# block 1

==> config.mk <==
export PLATFORM = sky130hd
export DESIGN_NAME = ddr2_addr_cmd_fifo_p_flat
export DESIGN_NICKNAME = d
export VERILOG_FILES = /design/src/rtl/ddr2_addr_cmd_fifo_p_if.sv /design/src/rtl/ddr2_addr_cmd_fifo_p.sv /design/src/flat_wrapper.sv
export SDC_FILE = /design/constraint.sdc
export NUM_CORES = 1
export LEC_CHECK = 0
export ABC_AREA = 1
export CORE_MARGIN = 4
export CORE_UTILIZATION = 35
export DETAILED_ROUTE_END_ITERATION = 8
export PLACE_DENSITY_LB_ADDON = 0.12
export SYNTH_ARGS = -nofsm -noshare
export SYNTH_HDL_FRONTEND = slang
export SYNTH_SLANG_ARGS = --single-unit
export TNS_END_PERCENT = 1
==> constraint.sdc <==
create_clock -name clk0 -period 6.6 [get_ports clk0]
set_clock_uncertainty 0.1 [all_clocks]
set_input_delay 0.99 -clock clk0 [delete_from_list [all_inputs] [get_ports clk0]]
set_output_delay 0.99 -clock clk0 [all_outputs]
set_load 0.05 [all_outputs]
==> src/rtl/ddr2_addr_cmd_fifo_p_if.sv <==
// Address/command FIFO handshake bundle.
// master = user/controller side, slave = FIFO.
interface ddr2_addr_cmd_fifo_p_if #(
  parameter int DATA_W = 36,
  parameter int DEPTH  = 16
);
  localparam int CW = $clog2(DEPTH) + 1;

  logic [DATA_W-1:0] app_af_addr;
  logic              app_af_wren;
  logic              ctrl_af_rden;
  logic [DATA_W-1:0] af_addr;
  logic              af_empty;
  logic              af_almost_full;
  logic [CW-1:0]     af_count;

  modport master (
    output app_af_addr,
    output app_af_wren,
    output ctrl_af_rden,
    input  af_addr,
    input  af_empty,
    input  af_almost_full,
    input  af_count
  );

  modport slave (
    input  app_af_addr,
    input  app_af_wren,
    input  ctrl_af_rden,
    output af_addr,
    output af_empty,
    output af_almost_full,
    output af_count
  );
endinterface

==> src/rtl/ddr2_addr_cmd_fifo_p.sv <==
// Parametrised FWFT address/command FIFO with row-conflict tagging.
// Optional AF_ERR_FLAGS_EN adds sticky af_overflow/af_underflow.
module ddr2_addr_cmd_fifo_p #(
  parameter int DATA_W   = 36,
  parameter int COL_W    = 10,
  parameter int CMP_W    = 16,
  parameter int DEPTH    = 16,
  parameter int AF_LEVEL = 12
) (
  input  logic clk0,
  input  logic rst,
`ifdef AF_ERR_FLAGS_EN
  output logic af_overflow,
  output logic af_underflow,
`endif
  ddr2_addr_cmd_fifo_p_if.slave af
);
  localparam int AW = $clog2(DEPTH);
  localparam int CW = AW + 1;

  logic [DATA_W-2:0] stg;
  logic              stg_vld;
  logic [CMP_W-1:0]  cmp;
  logic              cmp_vld;
  logic [DATA_W-1:0] mem [DEPTH];
  logic [AW-1:0]     wr_ptr;
  logic [AW-1:0]     rd_ptr;
  logic [CW-1:0]     cnt;
  logic [CW-1:0]     cnt_nxt;
  logic [CW:0]       occ_nxt;
  logic              empty_q;
  logic              afull_q;
  logic              full;
  logic              pop;
  logic              commit;
  logic              conf;
  logic              drop;
  logic              pop_empty;
  logic              unused_top;

  // The top user bit is replaced by the conflict tag.
  assign unused_top = af.app_af_addr[DATA_W-1];

  assign full      = cnt == CW'(DEPTH);
  assign pop       = af.ctrl_af_rden && !empty_q;
  assign commit    = stg_vld && (!full || pop);
  assign drop      = stg_vld && full && !pop;
  assign pop_empty = af.ctrl_af_rden && empty_q;
  assign conf      = !cmp_vld ||
                     (stg[COL_W+CMP_W-1:COL_W] != cmp);

  // Next occupancy from commit/pop combination.
  always_comb begin
    cnt_nxt = cnt;
    if (commit && !pop)
      cnt_nxt = cnt + CW'(1);
    else if (!commit && pop)
      cnt_nxt = cnt - CW'(1);
  end

  assign occ_nxt = {1'b0, cnt_nxt} +
                   (CW+1)'(af.app_af_wren);

  // Staging register: first stage of the write path.
  always_ff @(posedge clk0) begin
    if (rst) begin
      stg_vld <= 1'b0;
    end else begin
      stg_vld <= af.app_af_wren;
      if (af.app_af_wren)
        stg <= af.app_af_addr[DATA_W-2:0];
    end
  end

  // Storage array, written with the tagged word on commit.
  always_ff @(posedge clk0) begin
    if (commit && !rst)
      mem[wr_ptr] <= {conf, stg};
  end

  // Pointers, occupancy, compare state and status flags.
  always_ff @(posedge clk0) begin
    if (rst) begin
      wr_ptr  <= '0;
      rd_ptr  <= '0;
      cnt     <= '0;
      cmp     <= '0;
      cmp_vld <= 1'b0;
      empty_q <= 1'b1;
      afull_q <= 1'b0;
    end else begin
      if (commit) begin
        wr_ptr  <= wr_ptr + AW'(1);
        cmp     <= stg[COL_W+CMP_W-1:COL_W];
        cmp_vld <= 1'b1;
      end
      if (pop)
        rd_ptr <= rd_ptr + AW'(1);
      cnt     <= cnt_nxt;
      empty_q <= cnt_nxt == '0;
      afull_q <= occ_nxt >= (CW+1)'(AF_LEVEL);
    end
  end

`ifdef AF_ERR_FLAGS_EN
  // Sticky error flags, cleared only by reset.
  always_ff @(posedge clk0) begin
    if (rst) begin
      af_overflow  <= 1'b0;
      af_underflow <= 1'b0;
    end else begin
      if (drop)
        af_overflow <= 1'b1;
      if (pop_empty)
        af_underflow <= 1'b1;
    end
  end
`else
  logic unused_err;
  assign unused_err = drop ^ pop_empty;
`endif

  assign af.af_addr        = empty_q ? '0 : mem[rd_ptr];
  assign af.af_empty       = empty_q;
  assign af.af_almost_full = afull_q;
  assign af.af_count       = cnt;
endmodule

==> src/flat_wrapper.sv <==
// flat-port wrapper written by rule: the top's interface ports become plain ports
module ddr2_addr_cmd_fifo_p_flat 
#(
  parameter int DATA_W   = 36,
  parameter int COL_W    = 10,
  parameter int CMP_W    = 16,
  parameter int DEPTH    = 16,
  parameter int AF_LEVEL = 12
)
  (clk0, rst, af_app_af_addr, af_app_af_wren, af_ctrl_af_rden, af_af_addr, af_af_empty, af_af_almost_full, af_af_count);
  ddr2_addr_cmd_fifo_p_if #(.DATA_W(DATA_W), .DEPTH(DEPTH)) af_i ();
  input  logic clk0;
  input  logic rst;
  input wire logic [$bits(af_i.app_af_addr)-1:0] af_app_af_addr;
  input wire logic [$bits(af_i.app_af_wren)-1:0] af_app_af_wren;
  input wire logic [$bits(af_i.ctrl_af_rden)-1:0] af_ctrl_af_rden;
  output wire logic [$bits(af_i.af_addr)-1:0] af_af_addr;
  output wire logic [$bits(af_i.af_empty)-1:0] af_af_empty;
  output wire logic [$bits(af_i.af_almost_full)-1:0] af_af_almost_full;
  output wire logic [$bits(af_i.af_count)-1:0] af_af_count;
  assign af_i.app_af_addr = af_app_af_addr;
  assign af_i.app_af_wren = af_app_af_wren;
  assign af_i.ctrl_af_rden = af_ctrl_af_rden;
  assign af_af_addr = af_i.af_addr;
  assign af_af_empty = af_i.af_empty;
  assign af_af_almost_full = af_i.af_almost_full;
  assign af_af_count = af_i.af_count;
  ddr2_addr_cmd_fifo_p #(.DATA_W(DATA_W), .COL_W(COL_W), .CMP_W(CMP_W), .DEPTH(DEPTH), .AF_LEVEL(AF_LEVEL)) u_core (.clk0(clk0), .rst(rst), .af(af_i));
endmodule
# block 2

--- config.mk ---
export PLATFORM = sky130hd
export DESIGN_NAME = match_controller
export DESIGN_NICKNAME = d
export VERILOG_FILES = /design/src/rtl/match_pkg.sv /design/src/rtl/rally_speed_timer.sv /design/src/rtl/match_controller.sv
export SDC_FILE = /design/constraint.sdc
export NUM_CORES = 1
export LEC_CHECK = 0
export ABC_AREA = 1
export CORE_MARGIN = 2
export CORE_UTILIZATION = 53
export DETAILED_ROUTE_END_ITERATION = 16
export PLACE_DENSITY_LB_ADDON = 0.12
export SKIP_LAST_GASP = 1
export SLEW_MARGIN = 15
export SYNTH_ARGS = -nofsm -noshare
export SYNTH_HDL_FRONTEND = slang
export SYNTH_SLANG_ARGS = --single-unit
--- constraint.sdc ---
create_clock -name clk_game -period 9.13 [get_ports clk_game]
set_clock_uncertainty 0.05 [all_clocks]
set_input_delay 2.2825 -clock clk_game [delete_from_list [all_inputs] [get_ports clk_game]]
set_output_delay 2.2825 -clock clk_game [all_outputs]
set_load 0.01 [all_outputs]
--- src/rtl/match_pkg.sv ---
// Shared encodings for the ping-pong match controller: FSM states, winner codes,
// serve sides and a saturating score increment.
package match_pkg;

  typedef logic [1:0] state_t;

  localparam state_t ST_SERVE_WAIT = 2'd0;
  localparam state_t ST_RALLY      = 2'd1;
  localparam state_t ST_PAUSE      = 2'd2;
  localparam state_t ST_GAME_OVER  = 2'd3;

  typedef enum logic [1:0] {
    WIN_NONE  = 2'b00,
    WIN_LEFT  = 2'b01,
    WIN_RIGHT = 2'b10
  } winner_e;

  localparam logic SIDE_LEFT  = 1'b0;
  localparam logic SIDE_RIGHT = 1'b1;

  function automatic logic [3:0] sat_inc4(input logic [3:0] v);
    return (v == 4'hF) ? v : v + 4'd1;
  endfunction

endpackage

--- src/rtl/rally_speed_timer.sv ---
// Ball pacing timer: period register with per-hit decrement clamped at a floor,
// free-running tick counter and registered one-cycle ball_tick.
module rally_speed_timer
  import match_pkg::*;
#(
  parameter int unsigned     CNT_W     = 24,
  parameter logic [CNT_W-1:0] TICK_INIT = 24'd5_000_000,
  parameter logic [CNT_W-1:0] TICK_STEP = 24'd250_000,
  parameter logic [CNT_W-1:0] TICK_MIN  = 24'd1_000_000
) (
  input  logic clk_game,
  input  logic rst,
  input  logic load_init,
  input  logic run,
  input  logic hit,
  output logic ball_tick
);

  logic [CNT_W-1:0] period_q, period_d;
  logic [CNT_W-1:0] cnt_q, cnt_d;
  logic             tick_q, tick_d;

  always_comb begin
    period_d = period_q;
    cnt_d    = cnt_q;
    tick_d   = 1'b0;
    if (load_init) begin
      period_d = TICK_INIT;
      cnt_d    = '0;
    end else if (run) begin
      // >= rather than == so a hit that shrinks the period below the running
      // count still terminates the current interval instead of wrapping
      if (cnt_q >= period_q - CNT_W'(1)) begin
        tick_d = 1'b1;
        cnt_d  = '0;
      end else begin
        cnt_d = cnt_q + CNT_W'(1);
      end
      if (hit) begin
        if ((period_q > TICK_MIN) && ((period_q - TICK_MIN) >= TICK_STEP))
          period_d = period_q - TICK_STEP;
        else
          period_d = TICK_MIN;
      end
    end
  end

  always_ff @(posedge clk_game) begin
    if (rst) begin
      period_q <= TICK_INIT;
      cnt_q    <= '0;
      tick_q   <= 1'b0;
    end else begin
      period_q <= period_d;
      cnt_q    <= cnt_d;
      tick_q   <= tick_d;
    end
  end

  assign ball_tick = tick_q;

endmodule

--- src/rtl/match_controller.sv ---
// Ping-pong match sequencer: serve, rally pacing, scoring, win detection.
// Optional deuce rules (win by two, serve swap every point late) with MATCH_DEUCE_EN.
//
// state      | meaning
// SERVE_WAIT | waiting for the serving side's switch edge
// RALLY      | ball in play, ticks running, watching hit/point pulses
// PAUSE      | dead time after a point, then win check
// GAME_OVER  | frozen until both switches are held together
module match_controller
  import match_pkg::*;
#(
  parameter int unsigned      CNT_W     = 24,
  parameter logic [CNT_W-1:0] TICK_INIT = 24'd5_000_000,
  parameter logic [CNT_W-1:0] TICK_STEP = 24'd250_000,
  parameter logic [CNT_W-1:0] TICK_MIN  = 24'd1_000_000,
  parameter int unsigned      PAUSE_CYC = 50_000_000,
  parameter logic [3:0]       WIN_SCORE = 4'd7
) (
  input  logic       clk_game,
  input  logic       rst,
  input  logic       left_sw,
  input  logic       right_sw,
  input  logic       hit,
  input  logic       point_left,
  input  logic       point_right,
  output logic       ball_tick,
  output logic       serve_req,
  output logic       serve_side,
  output logic [3:0] score_left,
  output logic [3:0] score_right,
  output logic [1:0] winner,
  output logic [1:0] state_o
);

  // pause dead time can exceed the tick counter width, so it sizes itself
  localparam int unsigned PAUSE_W = (PAUSE_CYC > 1) ? $clog2(PAUSE_CYC) : 1;

  state_t             state_q, state_d;
  logic               left_q, right_q;
  logic               serve_side_q, serve_side_d;
  logic               serve_req_q, serve_req_d;
  logic [3:0]         score_l_q, score_l_d;
  logic [3:0]         score_r_q, score_r_d;
  winner_e            winner_q, winner_d;
  logic [PAUSE_W-1:0] pause_q, pause_d;

  logic       load_init, run, hit_ok;
  logic       rise_l, rise_r, point_any;
  logic [4:0] score_sum;
  logic       win_l, win_r, toggle;

  assign rise_l    = left_sw & ~left_q;
  assign rise_r    = right_sw & ~right_q;
  assign point_any = point_left | point_right;
  assign score_sum = {1'b0, score_l_q} + {1'b0, score_r_q};

`ifdef MATCH_DEUCE_EN
  assign win_l  = (score_l_q == 4'hF) ||
                  ((score_l_q >= WIN_SCORE) && ({1'b0, score_l_q} >= {1'b0, score_r_q} + 5'd2));
  assign win_r  = (score_r_q == 4'hF) ||
                  ((score_r_q >= WIN_SCORE) && ({1'b0, score_r_q} >= {1'b0, score_l_q} + 5'd2));
  assign toggle = ~score_sum[0] ||
                  ((score_l_q >= WIN_SCORE - 4'd1) && (score_r_q >= WIN_SCORE - 4'd1));
`else
  assign win_l  = (score_l_q == WIN_SCORE);
  assign win_r  = (score_r_q == WIN_SCORE);
  assign toggle = ~score_sum[0];
`endif

  always_comb begin
    state_d      = state_q;
    serve_side_d = serve_side_q;
    serve_req_d  = 1'b0;
    score_l_d    = score_l_q;
    score_r_d    = score_r_q;
    winner_d     = winner_q;
    pause_d      = pause_q;
    load_init    = 1'b0;
    run          = 1'b0;
    hit_ok       = 1'b0;
    case (state_q)
      ST_SERVE_WAIT: begin
        if ((serve_side_q == SIDE_LEFT) ? rise_l : rise_r) begin
          serve_req_d = 1'b1;
          load_init   = 1'b1;
          state_d     = ST_RALLY;
        end
      end
      ST_RALLY: begin
        // a point ends the rally: no tick from this cycle and any hit is dropped
        run    = ~point_any;
        hit_ok = hit & ~point_any;
        if (point_any) begin
          state_d = ST_PAUSE;
          pause_d = PAUSE_W'(PAUSE_CYC - 1);
          if (point_left & ~point_right)  score_l_d = sat_inc4(score_l_q);
          if (point_right & ~point_left)  score_r_d = sat_inc4(score_r_q);
        end
      end
      ST_PAUSE: begin
        if (pause_q == '0) begin
          if (win_l) begin
            winner_d = WIN_LEFT;
            state_d  = ST_GAME_OVER;
          end else if (win_r) begin
            winner_d = WIN_RIGHT;
            state_d  = ST_GAME_OVER;
          end else begin
            if (toggle) serve_side_d = ~serve_side_q;
            state_d = ST_SERVE_WAIT;
          end
        end else begin
          pause_d = pause_q - PAUSE_W'(1);
        end
      end
      default: begin
        if (left_sw & right_sw) begin
          score_l_d    = '0;
          score_r_d    = '0;
          winner_d     = WIN_NONE;
          serve_side_d = SIDE_LEFT;
          load_init    = 1'b1;
          state_d      = ST_SERVE_WAIT;
        end
      end
    endcase
  end

  always_ff @(posedge clk_game) begin
    left_q  <= left_sw;
    right_q <= right_sw;
    if (rst) begin
      state_q      <= ST_SERVE_WAIT;
      serve_side_q <= SIDE_LEFT;
      serve_req_q  <= 1'b0;
      score_l_q    <= '0;
      score_r_q    <= '0;
      winner_q     <= WIN_NONE;
      pause_q      <= '0;
    end else begin
      state_q      <= state_d;
      serve_side_q <= serve_side_d;
      serve_req_q  <= serve_req_d;
      score_l_q    <= score_l_d;
      score_r_q    <= score_r_d;
      winner_q     <= winner_d;
      pause_q      <= pause_d;
    end
  end

  rally_speed_timer #(
    .CNT_W    (CNT_W),
    .TICK_INIT(TICK_INIT),
    .TICK_STEP(TICK_STEP),
    .TICK_MIN (TICK_MIN)
  ) u_timer (
    .clk_game (clk_game),
    .rst      (rst),
    .load_init(load_init),
    .run      (run),
    .hit      (hit_ok),
    .ball_tick(ball_tick)
  );

  assign serve_req   = serve_req_q;
  assign serve_side  = serve_side_q;
  assign score_left  = score_l_q;
  assign score_right = score_r_q;
  assign winner      = winner_q;
  assign state_o     = state_q;

endmodule
# block 3

--- config.mk ---
export PLATFORM = sky130hd
export DESIGN_NAME = intersection_controller
export DESIGN_NICKNAME = d
export VERILOG_FILES = /design/src/rtl/intersection_controller.sv
export SDC_FILE = /design/constraint.sdc
export NUM_CORES = 1
export LEC_CHECK = 0
export CAP_MARGIN = 30
export CORE_MARGIN = 2
export CORE_UTILIZATION = 58
export CTS_BUF_LIST = sky130_fd_sc_hd__clkbuf_4 sky130_fd_sc_hd__clkbuf_8
export DETAILED_ROUTE_END_ITERATION = 16
export GPL_TIMING_DRIVEN = 0
export PLACE_DENSITY = 0.92
export SLEW_MARGIN = 20
export SYNTH_ARGS = -nofsm -noshare
export SYNTH_HDL_FRONTEND = slang
export SYNTH_SLANG_ARGS = --single-unit
--- constraint.sdc ---
create_clock -name clk -period 6.1 [get_ports clk]
set_clock_uncertainty 0.15 [all_clocks]
set_input_delay 1.525 -clock clk [delete_from_list [all_inputs] [get_ports clk]]
set_output_delay 1.525 -clock clk [all_outputs]
set_load 0.005 [all_outputs]
--- src/rtl/intersection_controller.sv ---
// Four-way intersection phase sequencer with all-red clearance, directional
// emergency preemption and latched pedestrian walk requests.
module intersection_controller #(
    parameter int LEFT_CYC  = 5,
    parameter int GREEN_CYC = 10,
    parameter int YEL_CYC   = 3,
    parameter int CLR_CYC   = 1,
    parameter int CW        = 5
) (
    input  logic       clk,
    input  logic       rst,
    input  logic       emergency,
    input  logic       emg_dir,
    input  logic       ped_req_ns,
    input  logic       ped_req_ew,
    output logic [3:0] ns_out,
    output logic [3:0] ew_out,
    output logic       walk_ns,
    output logic       walk_ew,
    output logic       preempt,
    output logic [3:0] phase
);

    typedef enum logic [3:0] {
        NS_L   = 4'd0,
        NS_G   = 4'd1,
        NS_Y   = 4'd2,
        CLR_NS = 4'd3,
        EW_L   = 4'd4,
        EW_G   = 4'd5,
        EW_Y   = 4'd6,
        CLR_EW = 4'd7,
        EMG    = 4'd8
    } state_t;

    localparam logic [3:0] LAMP_LEFT  = 4'b1001;
    localparam logic [3:0] LAMP_GREEN = 4'b0100;
    localparam logic [3:0] LAMP_YEL   = 4'b0010;
    localparam logic [3:0] LAMP_RED   = 4'b0001;

    localparam logic [CW-1:0] LEFT_LAST  = CW'(LEFT_CYC - 1);
    localparam logic [CW-1:0] GREEN_LAST = CW'(GREEN_CYC - 1);
    localparam logic [CW-1:0] YEL_LAST   = CW'(YEL_CYC - 1);
    localparam logic [CW-1:0] CLR_LAST   = CW'(CLR_CYC - 1);

    state_t        state_q, state_d;
    logic [CW-1:0] cnt_q, cnt_d;
    logic          pend_q, pend_d;
    logic          pend_dir_q, pend_dir_d;
    logic          latch_ns_q, latch_ns_d;
    logic          latch_ew_q, latch_ew_d;
    logic          walk_ns_q, walk_ns_d;
    logic          walk_ew_q, walk_ew_d;
    logic          preempt_q, preempt_d;
    logic [3:0]    ns_out_q, ns_out_d;
    logic [3:0]    ew_out_q, ew_out_d;

    logic          cnt_last;
    logic          lat_ns, lat_ew;

    function automatic logic [CW-1:0] phase_last(input state_t s);
        case (s)
            NS_L, EW_L:     phase_last = LEFT_LAST;
            NS_G, EW_G:     phase_last = GREEN_LAST;
            NS_Y, EW_Y:     phase_last = YEL_LAST;
            CLR_NS, CLR_EW: phase_last = CLR_LAST;
            default:        phase_last = '0;
        endcase
    endfunction

    function automatic state_t next_phase(input state_t s);
        case (s)
            NS_L:    next_phase = NS_G;
            NS_G:    next_phase = NS_Y;
            NS_Y:    next_phase = CLR_NS;
            CLR_NS:  next_phase = EW_L;
            EW_L:    next_phase = EW_G;
            EW_G:    next_phase = EW_Y;
            EW_Y:    next_phase = CLR_EW;
            default: next_phase = NS_L;
        endcase
    endfunction

    always_comb begin
        state_d    = state_q;
        cnt_d      = cnt_q + CW'(1);
        pend_d     = pend_q;
        pend_dir_d = pend_dir_q;
        cnt_last   = (cnt_q == phase_last(state_q));

        if (state_q == EMG) begin
            cnt_d = '0;
            if (!emergency) begin
                state_d = pend_dir_q ? EW_Y : NS_Y;
                pend_d  = 1'b0;
            end
        end else begin
            // A trigger counts as pending on the very edge it is captured.
            if (emergency && !pend_q) begin
                pend_d     = 1'b1;
                pend_dir_d = emg_dir;
            end else if (!emergency) begin
                pend_d = 1'b0;
            end

            if (pend_d) begin
                case (state_q)
                    NS_L, NS_G: state_d = pend_dir_d ? NS_Y : EMG;
                    EW_L, EW_G: state_d = pend_dir_d ? EMG : EW_Y;
                    default: begin
                        if (cnt_last) begin
                            state_d = (state_q == CLR_NS || state_q == CLR_EW) ? EMG
                                                                              : next_phase(state_q);
                        end
                    end
                endcase
            end else if (cnt_last) begin
                state_d = next_phase(state_q);
            end
        end

        if (state_d != state_q) begin
            cnt_d = '0;
        end
    end

    always_comb begin
        lat_ns     = latch_ns_q | ped_req_ns;
        lat_ew     = latch_ew_q | ped_req_ew;
        latch_ns_d = lat_ns;
        latch_ew_d = lat_ew;
        walk_ns_d  = 1'b0;
        walk_ew_d  = 1'b0;

        // Walk is granted only on entry to green; a request made during green waits.
        if (state_d == NS_G) begin
            if (state_q != NS_G) begin
                walk_ns_d  = lat_ns;
                latch_ns_d = 1'b0;
            end else begin
                walk_ns_d = walk_ns_q;
            end
        end
        if (state_d == EW_G) begin
            if (state_q != EW_G) begin
                walk_ew_d  = lat_ew;
                latch_ew_d = 1'b0;
            end else begin
                walk_ew_d = walk_ew_q;
            end
        end

        ns_out_d = LAMP_RED;
        ew_out_d = LAMP_RED;
        case (state_d)
            NS_L:    ns_out_d = LAMP_LEFT;
            NS_G:    ns_out_d = LAMP_GREEN;
            NS_Y:    ns_out_d = LAMP_YEL;
            EW_L:    ew_out_d = LAMP_LEFT;
            EW_G:    ew_out_d = LAMP_GREEN;
            EW_Y:    ew_out_d = LAMP_YEL;
            EMG: begin
                if (pend_dir_d) ew_out_d = LAMP_GREEN;
                else            ns_out_d = LAMP_GREEN;
            end
            default: ;
        endcase

        preempt_d = pend_d | (state_d == EMG);
    end

    always_ff @(posedge clk or posedge rst) begin
        if (rst) begin
            state_q    <= NS_L;
            cnt_q      <= '0;
            pend_q     <= 1'b0;
            pend_dir_q <= 1'b0;
            latch_ns_q <= 1'b0;
            latch_ew_q <= 1'b0;
            walk_ns_q  <= 1'b0;
            walk_ew_q  <= 1'b0;
            preempt_q  <= 1'b0;
            ns_out_q   <= LAMP_LEFT;
            ew_out_q   <= LAMP_RED;
        end else begin
            state_q    <= state_d;
            cnt_q      <= cnt_d;
            pend_q     <= pend_d;
            pend_dir_q <= pend_dir_d;
            latch_ns_q <= latch_ns_d;
            latch_ew_q <= latch_ew_d;
            walk_ns_q  <= walk_ns_d;
            walk_ew_q  <= walk_ew_d;
            preempt_q  <= preempt_d;
            ns_out_q   <= ns_out_d;
            ew_out_q   <= ew_out_d;
        end
    end

    assign ns_out  = ns_out_q;
    assign ew_out  = ew_out_q;
    assign walk_ns = walk_ns_q;
    assign walk_ew = walk_ew_q;
    assign preempt = preempt_q;
    assign phase   = state_q;

endmodule

# block 4

===== src/rtl/apb_target_pkg.sv =====
// Shared types and helpers for the APB register-file target: FSM state encoding,
// wait-counter width and the address-window check used by the decoder.
package apb_target_pkg;

  typedef enum logic [1:0] {
    IDLE,
    ACCESS,
    RESP,
    DONE
  } apb_tgt_state_e;

  localparam int WAIT_CNT_W = 4;

  // Error if the byte address is outside [base, base+4*num_regs-1] or not word aligned.
  function automatic logic addr_window_err(input logic [31:0] addr,
                                           input logic [31:0] base,
                                           input logic [31:0] num_regs);
    logic [31:0] last;
    last = base + (num_regs << 2) - 32'd1;
    return (addr < base) || (addr > last) || (addr[1:0] != 2'b00);
  endfunction

endpackage


===== src/rtl/apb_addr_decode.sv =====
// Combinational address decode: APB byte address -> register word index plus window/alignment error.
module apb_addr_decode
  import apb_target_pkg::*;
#(
  parameter int          PADDR_WIDTH = 12,
  parameter int unsigned BASE_ADDR   = 'h400,
  parameter int unsigned NUM_REGS    = 8,
  localparam int         IDX_W       = $clog2(NUM_REGS)
) (
  input  logic [PADDR_WIDTH-1:0] addr_i,
  output logic [IDX_W-1:0]       reg_idx_o,
  output logic                   err_o
);

  logic [31:0] addr32;
  logic [31:0] base32;

  assign addr32    = 32'(addr_i);
  assign base32    = 32'(BASE_ADDR);
  // Index is only meaningful when err_o is low; otherwise it is the truncated offset.
  assign reg_idx_o = IDX_W'((addr32 - base32) >> 2);
  assign err_o     = addr_window_err(addr32, base32, 32'(NUM_REGS));

endmodule


===== src/rtl/apb_reg_target.sv =====
// APB3 target bridging onto a word-indexed register-file back end, with programmable
// wait states and error decode. Define APB_TARGET_PSTRB_EN to add APB4 byte strobes (P_strb).
module apb_reg_target
  import apb_target_pkg::*;
#(
  parameter int          PADDR_WIDTH = 12,
  parameter int          PDATA_WIDTH = 32,
  parameter int unsigned BASE_ADDR   = 'h400,
  parameter int unsigned NUM_REGS    = 8,
  parameter int unsigned WAIT_STATES = 0,
  localparam int         IDX_W       = $clog2(NUM_REGS),
  localparam int         STRB_W      = PDATA_WIDTH / 8
) (
  input  logic                   P_clk,
  input  logic                   P_rstn,
  input  logic [PADDR_WIDTH-1:0] P_addr,
  input  logic                   P_selx,
  input  logic                   P_enable,
  input  logic                   P_write,
  input  logic [PDATA_WIDTH-1:0] P_wdata,
`ifdef APB_TARGET_PSTRB_EN
  input  logic [STRB_W-1:0]      P_strb,
`endif
  output logic                   P_ready,
  output logic                   P_slverr,
  output logic [PDATA_WIDTH-1:0] P_rdata,
  output logic                   wr_en,
  output logic                   rd_en,
  output logic [IDX_W-1:0]       reg_idx,
  output logic [PDATA_WIDTH-1:0] data_out,
  output logic [STRB_W-1:0]      wstrb,
  input  logic [PDATA_WIDTH-1:0] data_in,
  output apb_tgt_state_e         dbg_state_o
);

  localparam logic [WAIT_CNT_W-1:0] WAIT_INIT = WAIT_CNT_W'(WAIT_STATES);

  // Handshake: a transfer is setup (P_selx & !P_enable) followed by access cycles
  // (P_selx & P_enable) until P_ready; dropping P_selx before P_ready abandons it.
  apb_tgt_state_e         state_q, state_d;
  logic [WAIT_CNT_W-1:0]  cnt_q, cnt_d;
  logic                   write_q, write_d;
  logic                   err_q, err_d;
  logic [IDX_W-1:0]       reg_idx_q, reg_idx_d;
  logic [PDATA_WIDTH-1:0] data_out_q, data_out_d;
  logic                   wr_en_q, wr_en_d;
  logic                   rd_en_q, rd_en_d;
  logic                   ready_q, ready_d;
  logic                   slverr_q, slverr_d;
  logic [PDATA_WIDTH-1:0] rdata_q, rdata_d;
  logic [IDX_W-1:0]       dec_idx;
  logic                   dec_err;
  logic                   strb_err;

  apb_addr_decode #(
    .PADDR_WIDTH (PADDR_WIDTH),
    .BASE_ADDR   (BASE_ADDR),
    .NUM_REGS    (NUM_REGS)
  ) u_decode (
    .addr_i    (P_addr),
    .reg_idx_o (dec_idx),
    .err_o     (dec_err)
  );

`ifdef APB_TARGET_PSTRB_EN
  logic [STRB_W-1:0] wstrb_q, wstrb_d;
  assign strb_err = P_write && (P_strb == '0);
  assign wstrb_d  = (state_q == IDLE && P_selx && !P_enable) ? P_strb : wstrb_q;
  assign wstrb    = wstrb_q;

  always_ff @(posedge P_clk or negedge P_rstn) begin
    if (!P_rstn) wstrb_q <= '0;
    else         wstrb_q <= wstrb_d;
  end
`else
  assign strb_err = 1'b0;
  assign wstrb    = '1;
`endif

  always_comb begin
    state_d    = state_q;
    cnt_d      = cnt_q;
    write_d    = write_q;
    err_d      = err_q;
    reg_idx_d  = reg_idx_q;
    data_out_d = data_out_q;
    wr_en_d    = 1'b0;
    rd_en_d    = 1'b0;
    ready_d    = 1'b0;
    slverr_d   = 1'b0;
    rdata_d    = '0;
    case (state_q)
      IDLE: begin
        if (P_selx && !P_enable) begin
          write_d    = P_write;
          err_d      = dec_err || strb_err;
          reg_idx_d  = dec_idx;
          data_out_d = P_wdata;
          cnt_d      = WAIT_INIT;
          state_d    = ACCESS;
        end
      end
      ACCESS: begin
        if (!P_selx) begin
          state_d = IDLE;
        end else if (P_enable) begin
          if (cnt_q != '0) begin
            cnt_d = cnt_q - WAIT_CNT_W'(1);
          end else begin
            state_d = RESP;
            wr_en_d = write_q && !err_q;
            rd_en_d = !write_q && !err_q;
          end
        end
      end
      RESP: begin
        if (!P_selx) begin
          state_d = IDLE;
        end else begin
          ready_d  = 1'b1;
          slverr_d = err_q;
          rdata_d  = (!write_q && !err_q) ? data_in : '0;
          state_d  = DONE;
        end
      end
      DONE: state_d = IDLE;
      default: state_d = IDLE;
    endcase
  end

  always_ff @(posedge P_clk or negedge P_rstn) begin
    if (!P_rstn) begin
      state_q    <= IDLE;
      cnt_q      <= '0;
      write_q    <= 1'b0;
      err_q      <= 1'b0;
      reg_idx_q  <= '0;
      data_out_q <= '0;
      wr_en_q    <= 1'b0;
      rd_en_q    <= 1'b0;
      ready_q    <= 1'b0;
      slverr_q   <= 1'b0;
      rdata_q    <= '0;
    end else begin
      state_q    <= state_d;
      cnt_q      <= cnt_d;
      write_q    <= write_d;
      err_q      <= err_d;
      reg_idx_q  <= reg_idx_d;
      data_out_q <= data_out_d;
      wr_en_q    <= wr_en_d;
      rd_en_q    <= rd_en_d;
      ready_q    <= ready_d;
      slverr_q   <= slverr_d;
      rdata_q    <= rdata_d;
    end
  end

  assign P_ready     = ready_q;
  assign P_slverr    = slverr_q;
  assign P_rdata     = rdata_q;
  assign wr_en       = wr_en_q;
  assign rd_en       = rd_en_q;
  assign reg_idx     = reg_idx_q;
  assign data_out    = data_out_q;
  assign dbg_state_o = state_q;

endmodule


===== config.mk =====
export PLATFORM = sky130hd
export DESIGN_NAME = apb_reg_target
export DESIGN_NICKNAME = d
export VERILOG_FILES = /design/src/rtl/apb_target_pkg.sv /design/src/rtl/apb_addr_decode.sv /design/src/rtl/apb_reg_target.sv
export SDC_FILE = /design/constraint.sdc
export NUM_CORES = 1
export LEC_CHECK = 0
export CAP_MARGIN = 20
export CORE_MARGIN = 1.5
export CORE_UTILIZATION = 39
export DETAILED_ROUTE_END_ITERATION = 6
export PLACE_DENSITY = 0.87
export REMOVE_ABC_BUFFERS = 1
export SETUP_SLACK_MARGIN = 0.5
export SLEW_MARGIN = 20
export SYNTH_ARGS = -nofsm -noshare
export SYNTH_HDL_FRONTEND = slang
export SYNTH_SLANG_ARGS = --single-unit
export TNS_END_PERCENT = 5

===== constraint.sdc =====
create_clock -name P_clk -period 1.6 [get_ports P_clk]
set_input_delay 0.16 -clock P_clk [delete_from_list [all_inputs] [get_ports P_clk]]
set_output_delay 0.16 -clock P_clk [all_outputs]
set_load 0.05 [all_outputs]


==> layout pictures side by side <==
Clock distribution.
image #1
Bar = 20 um.
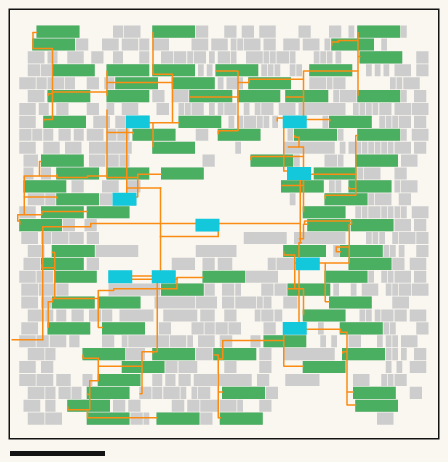
image #2
Bar = 20 um.
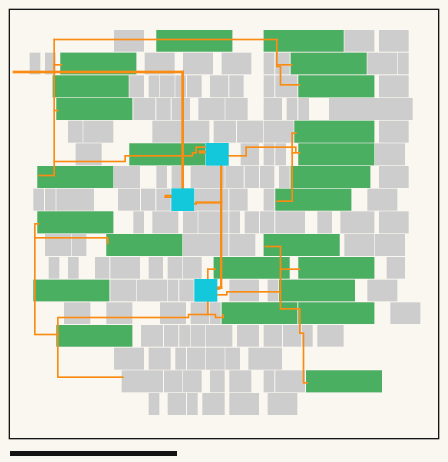
image #3
Bar = 20 um.
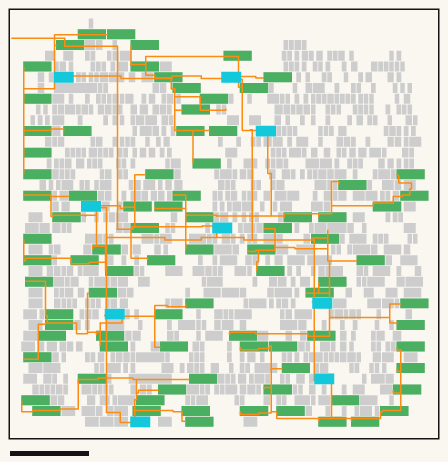
image #4
Bar = 100 um.
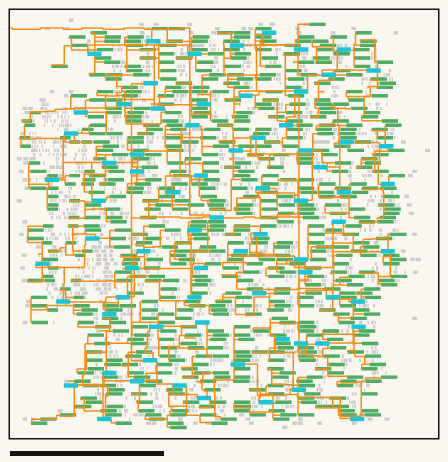
Image #3 comes from block 2.
Image #2 comes from block 3.
Image #4 comes from block 1.
Image #1 comes from block 4.
Of these, fewest sequential cells: image #2

Key to image #3:
orange -> clock wires  # length 1,230 um
cyan -> clock drivers  # count 9
green -> flip-flops  # count 87
flops lie = widely spread
routed clock nets = 10

**Block 2: placement by cell class**

Bar = 20 um.
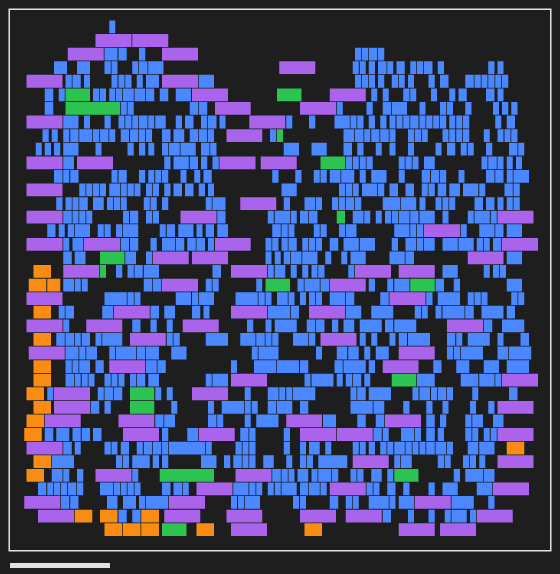
green -> clock drivers and dummy loads  # cells 16
purple -> flops  # cells 87
blue -> combinational and other logic  # cells 768
orange -> other buffers and delay cells  # cells 22
Seq area share: 0.278
core area: 10,700 sq um
final instance area: 6280 sq um

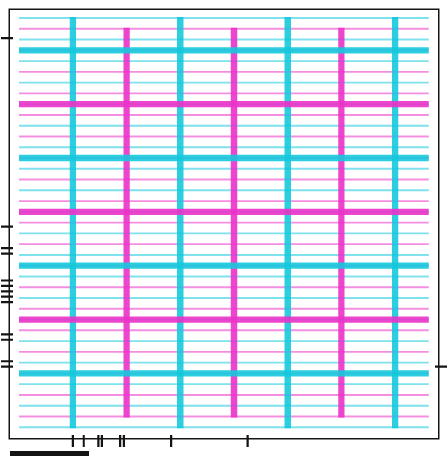
**Above:** block 2 (floorplan with the power grid).
Bar = 20 um. Pins as bars on the die edge.
cyan -> VSS
magenta -> VDD
signal pins = 22
met5 straps = 7
met4 straps = 7
rows = 38
met1 rails = 39

==> Changelog: implementation, block 2 <==
### Changed

- Vias per Instance: roughly 5.4
- Switch Pwr: roughly 0.50 mW
- CP cell instances: clkdlybuf4s50_1, inv_1, nand2_1, nor2_8, a21oi_2, inv_2, nor2_1, a21oi_1, nor3_1
- Critical path endpoint category: register
- Hold-critical path endpoint: winner[1]$_SDFFE_PP0P_
- Multi-input logic portion of the cell area: 0.562
- Run status: completed
- Dominant flop cell: sky130_fd_sc_hd__dfxtp_1
- Min-Delay Path Class: reg2reg
- Share of the synthesized netlist area taken by xor and xnor gates: 0.0854
- Top-area cell share: 0.303
- Number of cells produced by synthesis: about 870
- Share of total power in sequential cells: 0.381
- Die width: between 100 and 150 um
- Vias in the first global route: between 5,000 and 6,000
- Buf/Inv on CP: 3
- Die height: ~110 um
- Clock H-tree levels: 3
- Highest metal layer with signal wires: met4
- Number of gates resized after CTS: 0
- Critical path's top delay family: AND-OR/OR-AND gates
- Number of warning messages in the yosys log: 0
- Synthesis area per yosys: around 5700 sq um
- Setup repair after global routing missed its margin: no
- Worst reg-to-reg path cell count: 15
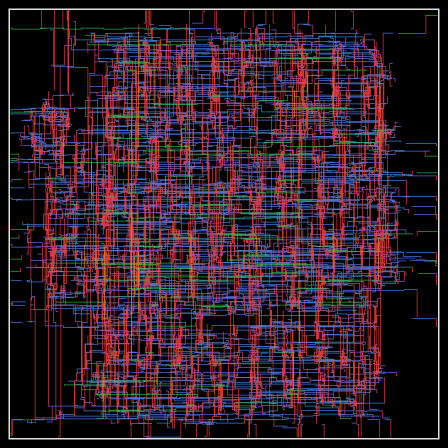
**Above:** block 1 (routed metal, one color a layer).
orange -> metal 4  # wire length 1,280 um
green -> metal 3  # wire length 3,780 um
blue -> metal 1  # wire length 32.1 mm
red -> metal 2  # wire length 32.0 mm
average wire per cell in the routed design: 23.8 um
GRT Total Usage: 0.177
DR vias: 15,600
Final Routed Wirelength: 69,100 um

==> Changelog: implementation, block 1 <==
### Changed

- Register area: about 19,000 sq um
- Max reg flops: ~580
- Min-Delay Path Class: reg2reg
- Taps Inserted: about 950
- Highest ir drop seen on vdd: ~160 uV
- Critical path endpoint category: output port
- Non-clock inverter count in the final layout: 45
- Overall power: about 9.5 mW
- Clock buffer count from CTS: roughly 73
- Hpwl dp: ~33,000 um
- Clock latency of the later-clocked register in the worst-skew pair: 0.60 ns
- Power drawn by the clock network: around 3.8 mW
- Setup slack of the critical path after layout: approximately 1.1 ns
- Post-Synth Simple-Gate Area: 0.0710
- Clock network fraction of design power: 0.404
- Data required time of the worst path: between 5 and 6 ns
- Area-dominant class: flip-flops and latches
- Buf/Inv on CP: 2
- Met3 usage in global routing: 0.0260
- Area of the mapped netlist: roughly 25,000 sq um
- Run status: completed
- Row Count: 98
- Hold Path Origin: u_core.cmp_vld$_SDFFE_PP0N_
- Crit path DAT: between 4 and 5 ns
- Multi-input logic portion of the cell area: 0.186
- Initial antenna violation count: 1
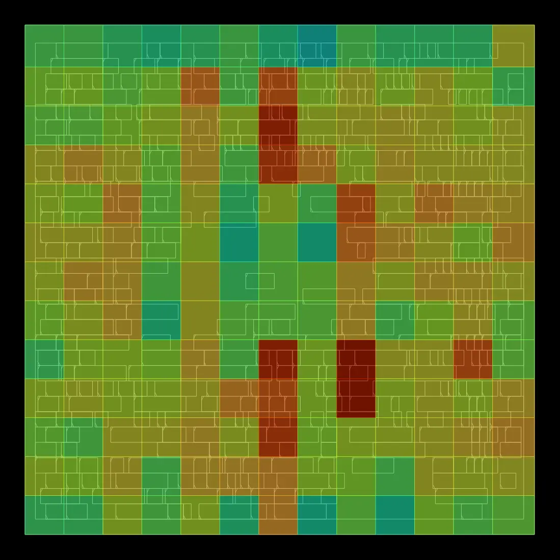
**Above:** block 4 (track usage over the die).
GR Util met2: 0.336
average wire per cell in the routed design: 14.2 um
post-layout utilization of the core: 0.687
met1 Use GR: 0.217

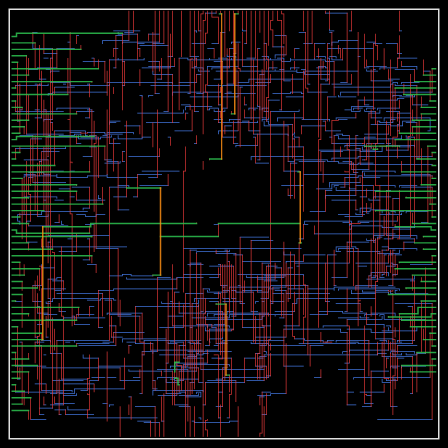
**Above:** block 4 (routed metal, one color a layer).
red -> metal 2  # wire length 3,960 um
blue -> metal 1  # wire length 3,030 um
green -> metal 3  # wire length 738 um
orange -> metal 4  # wire length 124 um
Final Routed Wirelength: 7850 um
DR vias: 2,545
GRT Total Usage: 0.194

==> Changelog: implementation, block 4 <==
### Changed

- Die outline area: about 8100 sq um
- Clock-cell share of area: 0.0520
- Run status: completed
- Power consumed by sequential cells: about 2.3 mW
- Non-filler cells in the finished layout: approximately 550
- Final instance area: approximately 5000 sq um
- Hold Slack: just over 0.3 ns
- Met3 usage in global routing: 0.0770
- Non-clock inverter count in the final layout: 3
- Post-synthesis to final-layout area growth: 68.8%
- Number of gates resized after CTS: 11
- Logic area: 976 sq um
- Max incr delay on CP: 0.59 ns
- Clock buffer count from CTS: 9
- Clock network fraction of design power: 0.335
- Met1 Wirelength: 3030 um
- Critical path's top delay family: simple AND/OR/NAND/NOR gates
- Placer Congestion: between 0.7 and 0.8
- Buf/Inv on CP: 1
- Leakage component of the power: ~2.6 nW
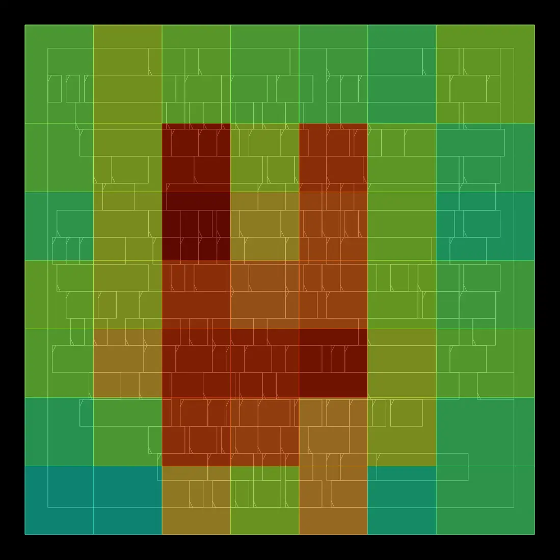
**Above:** block 3 (track usage over the die).
GR Util met2: 0.450
post-layout utilization of the core: 0.736
met1 Use GR: 0.286
GRT Total Usage: 0.245

==> Changelog: implementation, block 3 <==
### Changed

- Run status: completed
- Number of cells produced by synthesis: around 130
- Area of the mapped netlist: roughly 1300 sq um
- Category of the critical setup timing path: in2reg
- Router iterations before antenna repair: 5
- Share of total power in sequential cells: 0.295
- Fraction of the cycle the final worst path needs: 0.645
- Multi-input comb cells: 95
- Input/output buffers: 20
- Final net count: 165
- Relative slew margins: 0.350
- Clock latency of the later-clocked register in the worst-skew pair: 0.31 ns
- Startpoint type of the worst setup path: input port
- Max incr delay on CP: 0.51 ns
- Area-dominant class: logic gates
- Core area: ~2200 sq um
- Setup repair after global routing missed its margin: no
- Busiest grt layer: met2
- Critical path's top delay family: simple AND/OR/NAND/NOR gates
- Highest metal layer with signal wires: met4
- Number of warning messages in the yosys log: 0
- Net switching share of the total power: 0.429
- Ao+oa area frac: 0.135
- Worst reg-to-reg path cell count: 6
- Taps Inserted: 28
- Count of plain and timing-repair buffers: 28
- Logic area: ~620 sq um
- Count of placed standard cells including taps: around 180
- Synthesized registers: 24

# block 5

$ cat src/rtl/alu_result_fifo.sv
// Show-ahead FIFO buffering ALU results {select, y}, with sticky overflow flag.
// Optional per-entry zero flag (out_z) enabled by defining ALU_RESULT_FIFO_ZFLAG_EN.
module alu_result_fifo #(
  parameter int DEPTH = 4
) (
  input  logic                     clk,
  input  logic                     rst_n,
  input  logic                     in_valid,
  input  logic [2:0]               in_s,
  input  logic [3:0]               in_y,
  output logic                     in_ready,
  output logic                     out_valid,
  output logic [2:0]               out_s,
  output logic [3:0]               out_y,
  input  logic                     out_ready,
  output logic [$clog2(DEPTH):0]   count,
  output logic                     ovf,
  input  logic                     ovf_clr
`ifdef ALU_RESULT_FIFO_ZFLAG_EN
  ,
  output logic                     out_z
`endif
);

  localparam int AW = $clog2(DEPTH);
  localparam int CW = AW + 1;

  generate
    if (DEPTH != 2 && DEPTH != 4 && DEPTH != 8) begin : g_bad_depth
      $error("alu_result_fifo: DEPTH must be 2, 4 or 8");
    end
  endgenerate

  typedef struct packed {
`ifdef ALU_RESULT_FIFO_ZFLAG_EN
    logic       z;
`endif
    logic [2:0] s;
    logic [3:0] y;
  } entry_t;

  entry_t          r_mem [DEPTH];
  logic [AW-1:0]   r_wptr;
  logic [AW-1:0]   r_rptr;
  logic [CW-1:0]   r_count;
  logic            r_ovf;

  logic            w_push;
  logic            w_pop;
  logic            w_full_try;
  entry_t          w_wr_entry;
  entry_t          w_head;
  logic [AW-1:0]   w_wptr_nxt;
  logic [AW-1:0]   w_rptr_nxt;

  // Handshake flags come only from the registered count, so reset clears them at once.
  assign in_ready   = (r_count < CW'(DEPTH));
  assign out_valid  = (r_count != '0);
  assign w_push     = in_valid && in_ready;
  assign w_pop      = out_valid && out_ready;
  assign w_full_try = in_valid && !in_ready;

  assign w_wptr_nxt = (r_wptr == AW'(DEPTH - 1)) ? '0 : r_wptr + 1'b1;
  assign w_rptr_nxt = (r_rptr == AW'(DEPTH - 1)) ? '0 : r_rptr + 1'b1;

  always_comb begin
    w_wr_entry   = '0;
    w_wr_entry.s = in_s;
    w_wr_entry.y = in_y;
`ifdef ALU_RESULT_FIFO_ZFLAG_EN
    w_wr_entry.z = (in_y == 4'h0);
`endif
  end

  // Storage needs no reset: stale entries are masked whenever the FIFO is empty.
  always_ff @(posedge clk) begin
    if (w_push) r_mem[r_wptr] <= w_wr_entry;
  end

  always_ff @(posedge clk or negedge rst_n) begin
    if (!rst_n) begin
      r_wptr  <= '0;
      r_rptr  <= '0;
      r_count <= '0;
    end else begin
      if (w_push) r_wptr <= w_wptr_nxt;
      if (w_pop)  r_rptr <= w_rptr_nxt;
      case ({w_push, w_pop})
        2'b10:   r_count <= r_count + 1'b1;
        2'b01:   r_count <= r_count - 1'b1;
        default: r_count <= r_count;
      endcase
    end
  end

  // Set beats clear when both happen on the same edge.
  always_ff @(posedge clk or negedge rst_n) begin
    if (!rst_n)          r_ovf <= 1'b0;
    else if (w_full_try) r_ovf <= 1'b1;
    else if (ovf_clr)    r_ovf <= 1'b0;
  end

  always_comb begin
    w_head = '0;
    if (out_valid) w_head = r_mem[r_rptr];
  end

  assign out_s = w_head.s;
  assign out_y = w_head.y;
`ifdef ALU_RESULT_FIFO_ZFLAG_EN
  assign out_z = w_head.z;
`endif
  assign count = r_count;
  assign ovf   = r_ovf;

endmodule

$ cat config.mk
export PLATFORM = sky130hd
export DESIGN_NAME = alu_result_fifo
export DESIGN_NICKNAME = d
export VERILOG_FILES = /design/src/rtl/alu_result_fifo.sv
export SDC_FILE = /design/constraint.sdc
export NUM_CORES = 1
export LEC_CHECK = 0
export CAP_MARGIN = 20
export CORE_UTILIZATION = 47
export CTS_CLUSTER_SIZE = 10
export DETAILED_ROUTE_END_ITERATION = 16
export PLACE_DENSITY = 0.78
export SETUP_SLACK_MARGIN = 0.4
export SYNTH_ARGS = -nofsm -noshare
export SYNTH_HDL_FRONTEND = slang
export SYNTH_SLANG_ARGS = --single-unit
$ cat constraint.sdc
create_clock -name clk -period 1.79 [get_ports clk]
set_input_delay 0.179 -clock clk [delete_from_list [all_inputs] [get_ports clk]]
set_output_delay 0.179 -clock clk [all_outputs]
set_load 0.02 [all_outputs]
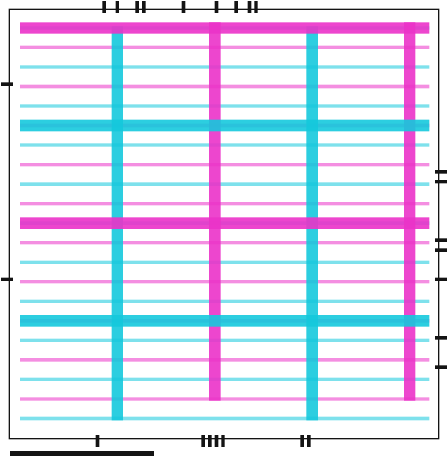
**Above:** block 5 (floorplan with the power grid).
Bar = 20 um. Pins as bars on the die edge.
cyan -> VSS
magenta -> VDD
rows = 20
met1 rails = 21
met4 straps = 4
signal pins = 25
met5 straps = 4
die height: 59.6 um
core area: 3100 sq um
die width: 59.6 um
highest ir drop seen on vdd: 970 uV

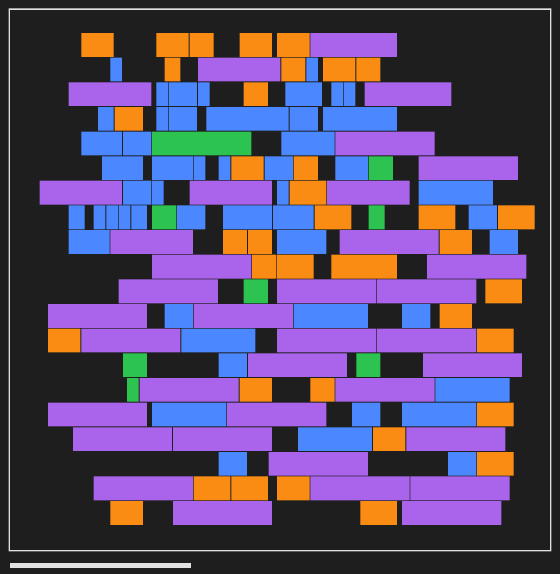
**Above:** block 5 (placement by cell class).
Bar = 20 um.
blue -> combinational and other logic  # cells 51
purple -> flops  # cells 36
orange -> other buffers and delay cells  # cells 37
green -> clock drivers and dummy loads  # cells 8
Seq area share: 0.503
final instance area: 2080 sq um
post-layout utilization of the core: 0.669
Row Count: 20

==> Changelog: implementation <==
### Changed

- Register area share after synthesis: 0.667
- Failing checks: setup timing
- Post-Synth Simple-Gate Area: 0.0778
- Run status: finished, violations left
- Total inserted antenna cells: 0
- Clock root cell: sky130_fd_sc_hd__clkbuf_4
- Number of gates resized after CTS: ~74
- Post-synthesis cell type with the largest combined area: sky130_fd_sc_hd__edfxtp_1
- Total DRC errors in the routed layout: 0
- Slowest stage cell, crit path: sky130_fd_sc_hd__mux4_2
- Crit path DAT: between 1.5 and 2 ns
- Overall power: about 3.6 mW
- Cts hold-fix bufs: 0
- Clock transition at the register clock pins on the worst setup and hold paths after CTS: 0.10 ns
- Vias in the first global route: between 800 and 900
- Setup slack of the critical path after layout: -0.0673 ns
- Count of final setup violators: 9
- Multi-input comb cells: about 43
- Critical path endpoint category: output port
- Starting Density: 0.503
- Share of the synthesized netlist area taken by xor and xnor gates: 0.0168
- Post-synthesis average cell area: ~17 sq um
- Reg with most FFs: r_mem
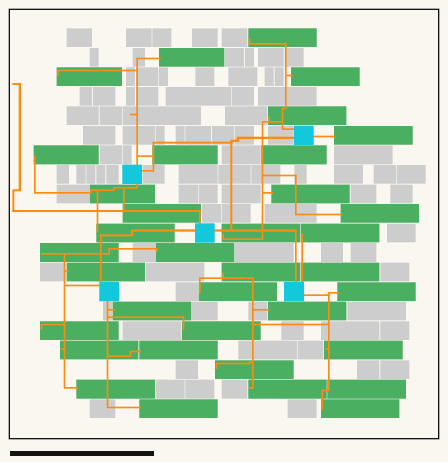
**Above:** block 5 (clock distribution).
Bar = 20 um.
orange -> clock wires  # length 433 um
cyan -> clock drivers  # count 5
green -> flip-flops  # count 36
routed clock nets = 6



==> notes/layouts.md <==
Pictures saved along the way, in no particular order.

Track usage over the die.
panel A
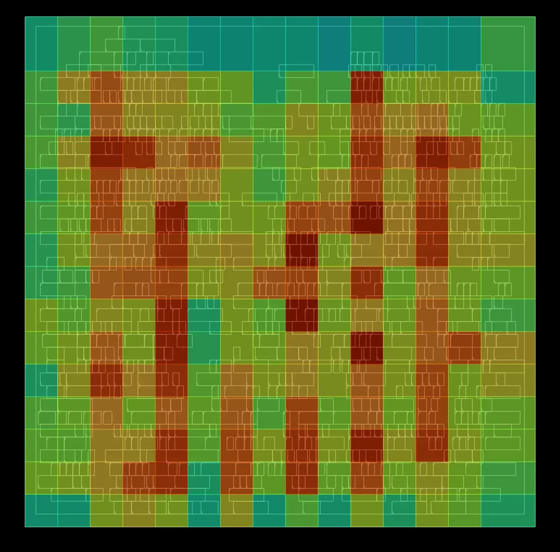
panel B
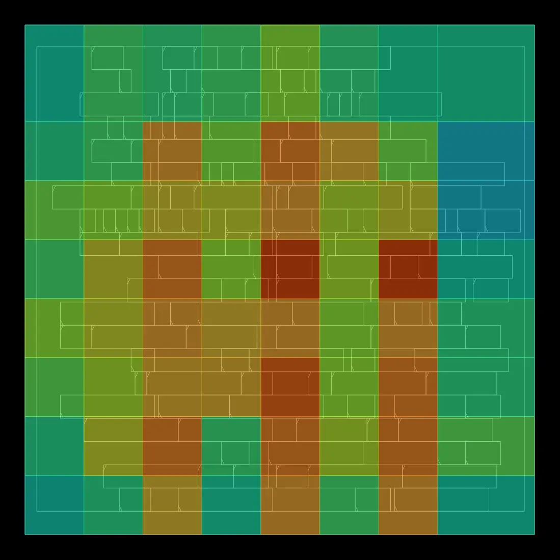
panel C
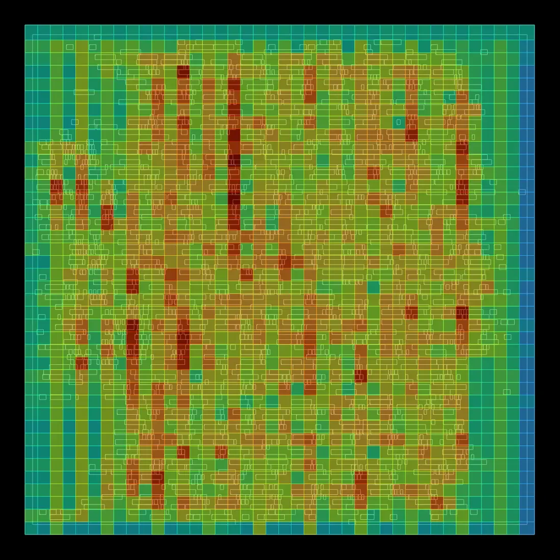
- panel A = block 2
- panel C = block 1
- panel B = block 5

Power figures rest on the tool's default switching activity, not on a simulated workload.
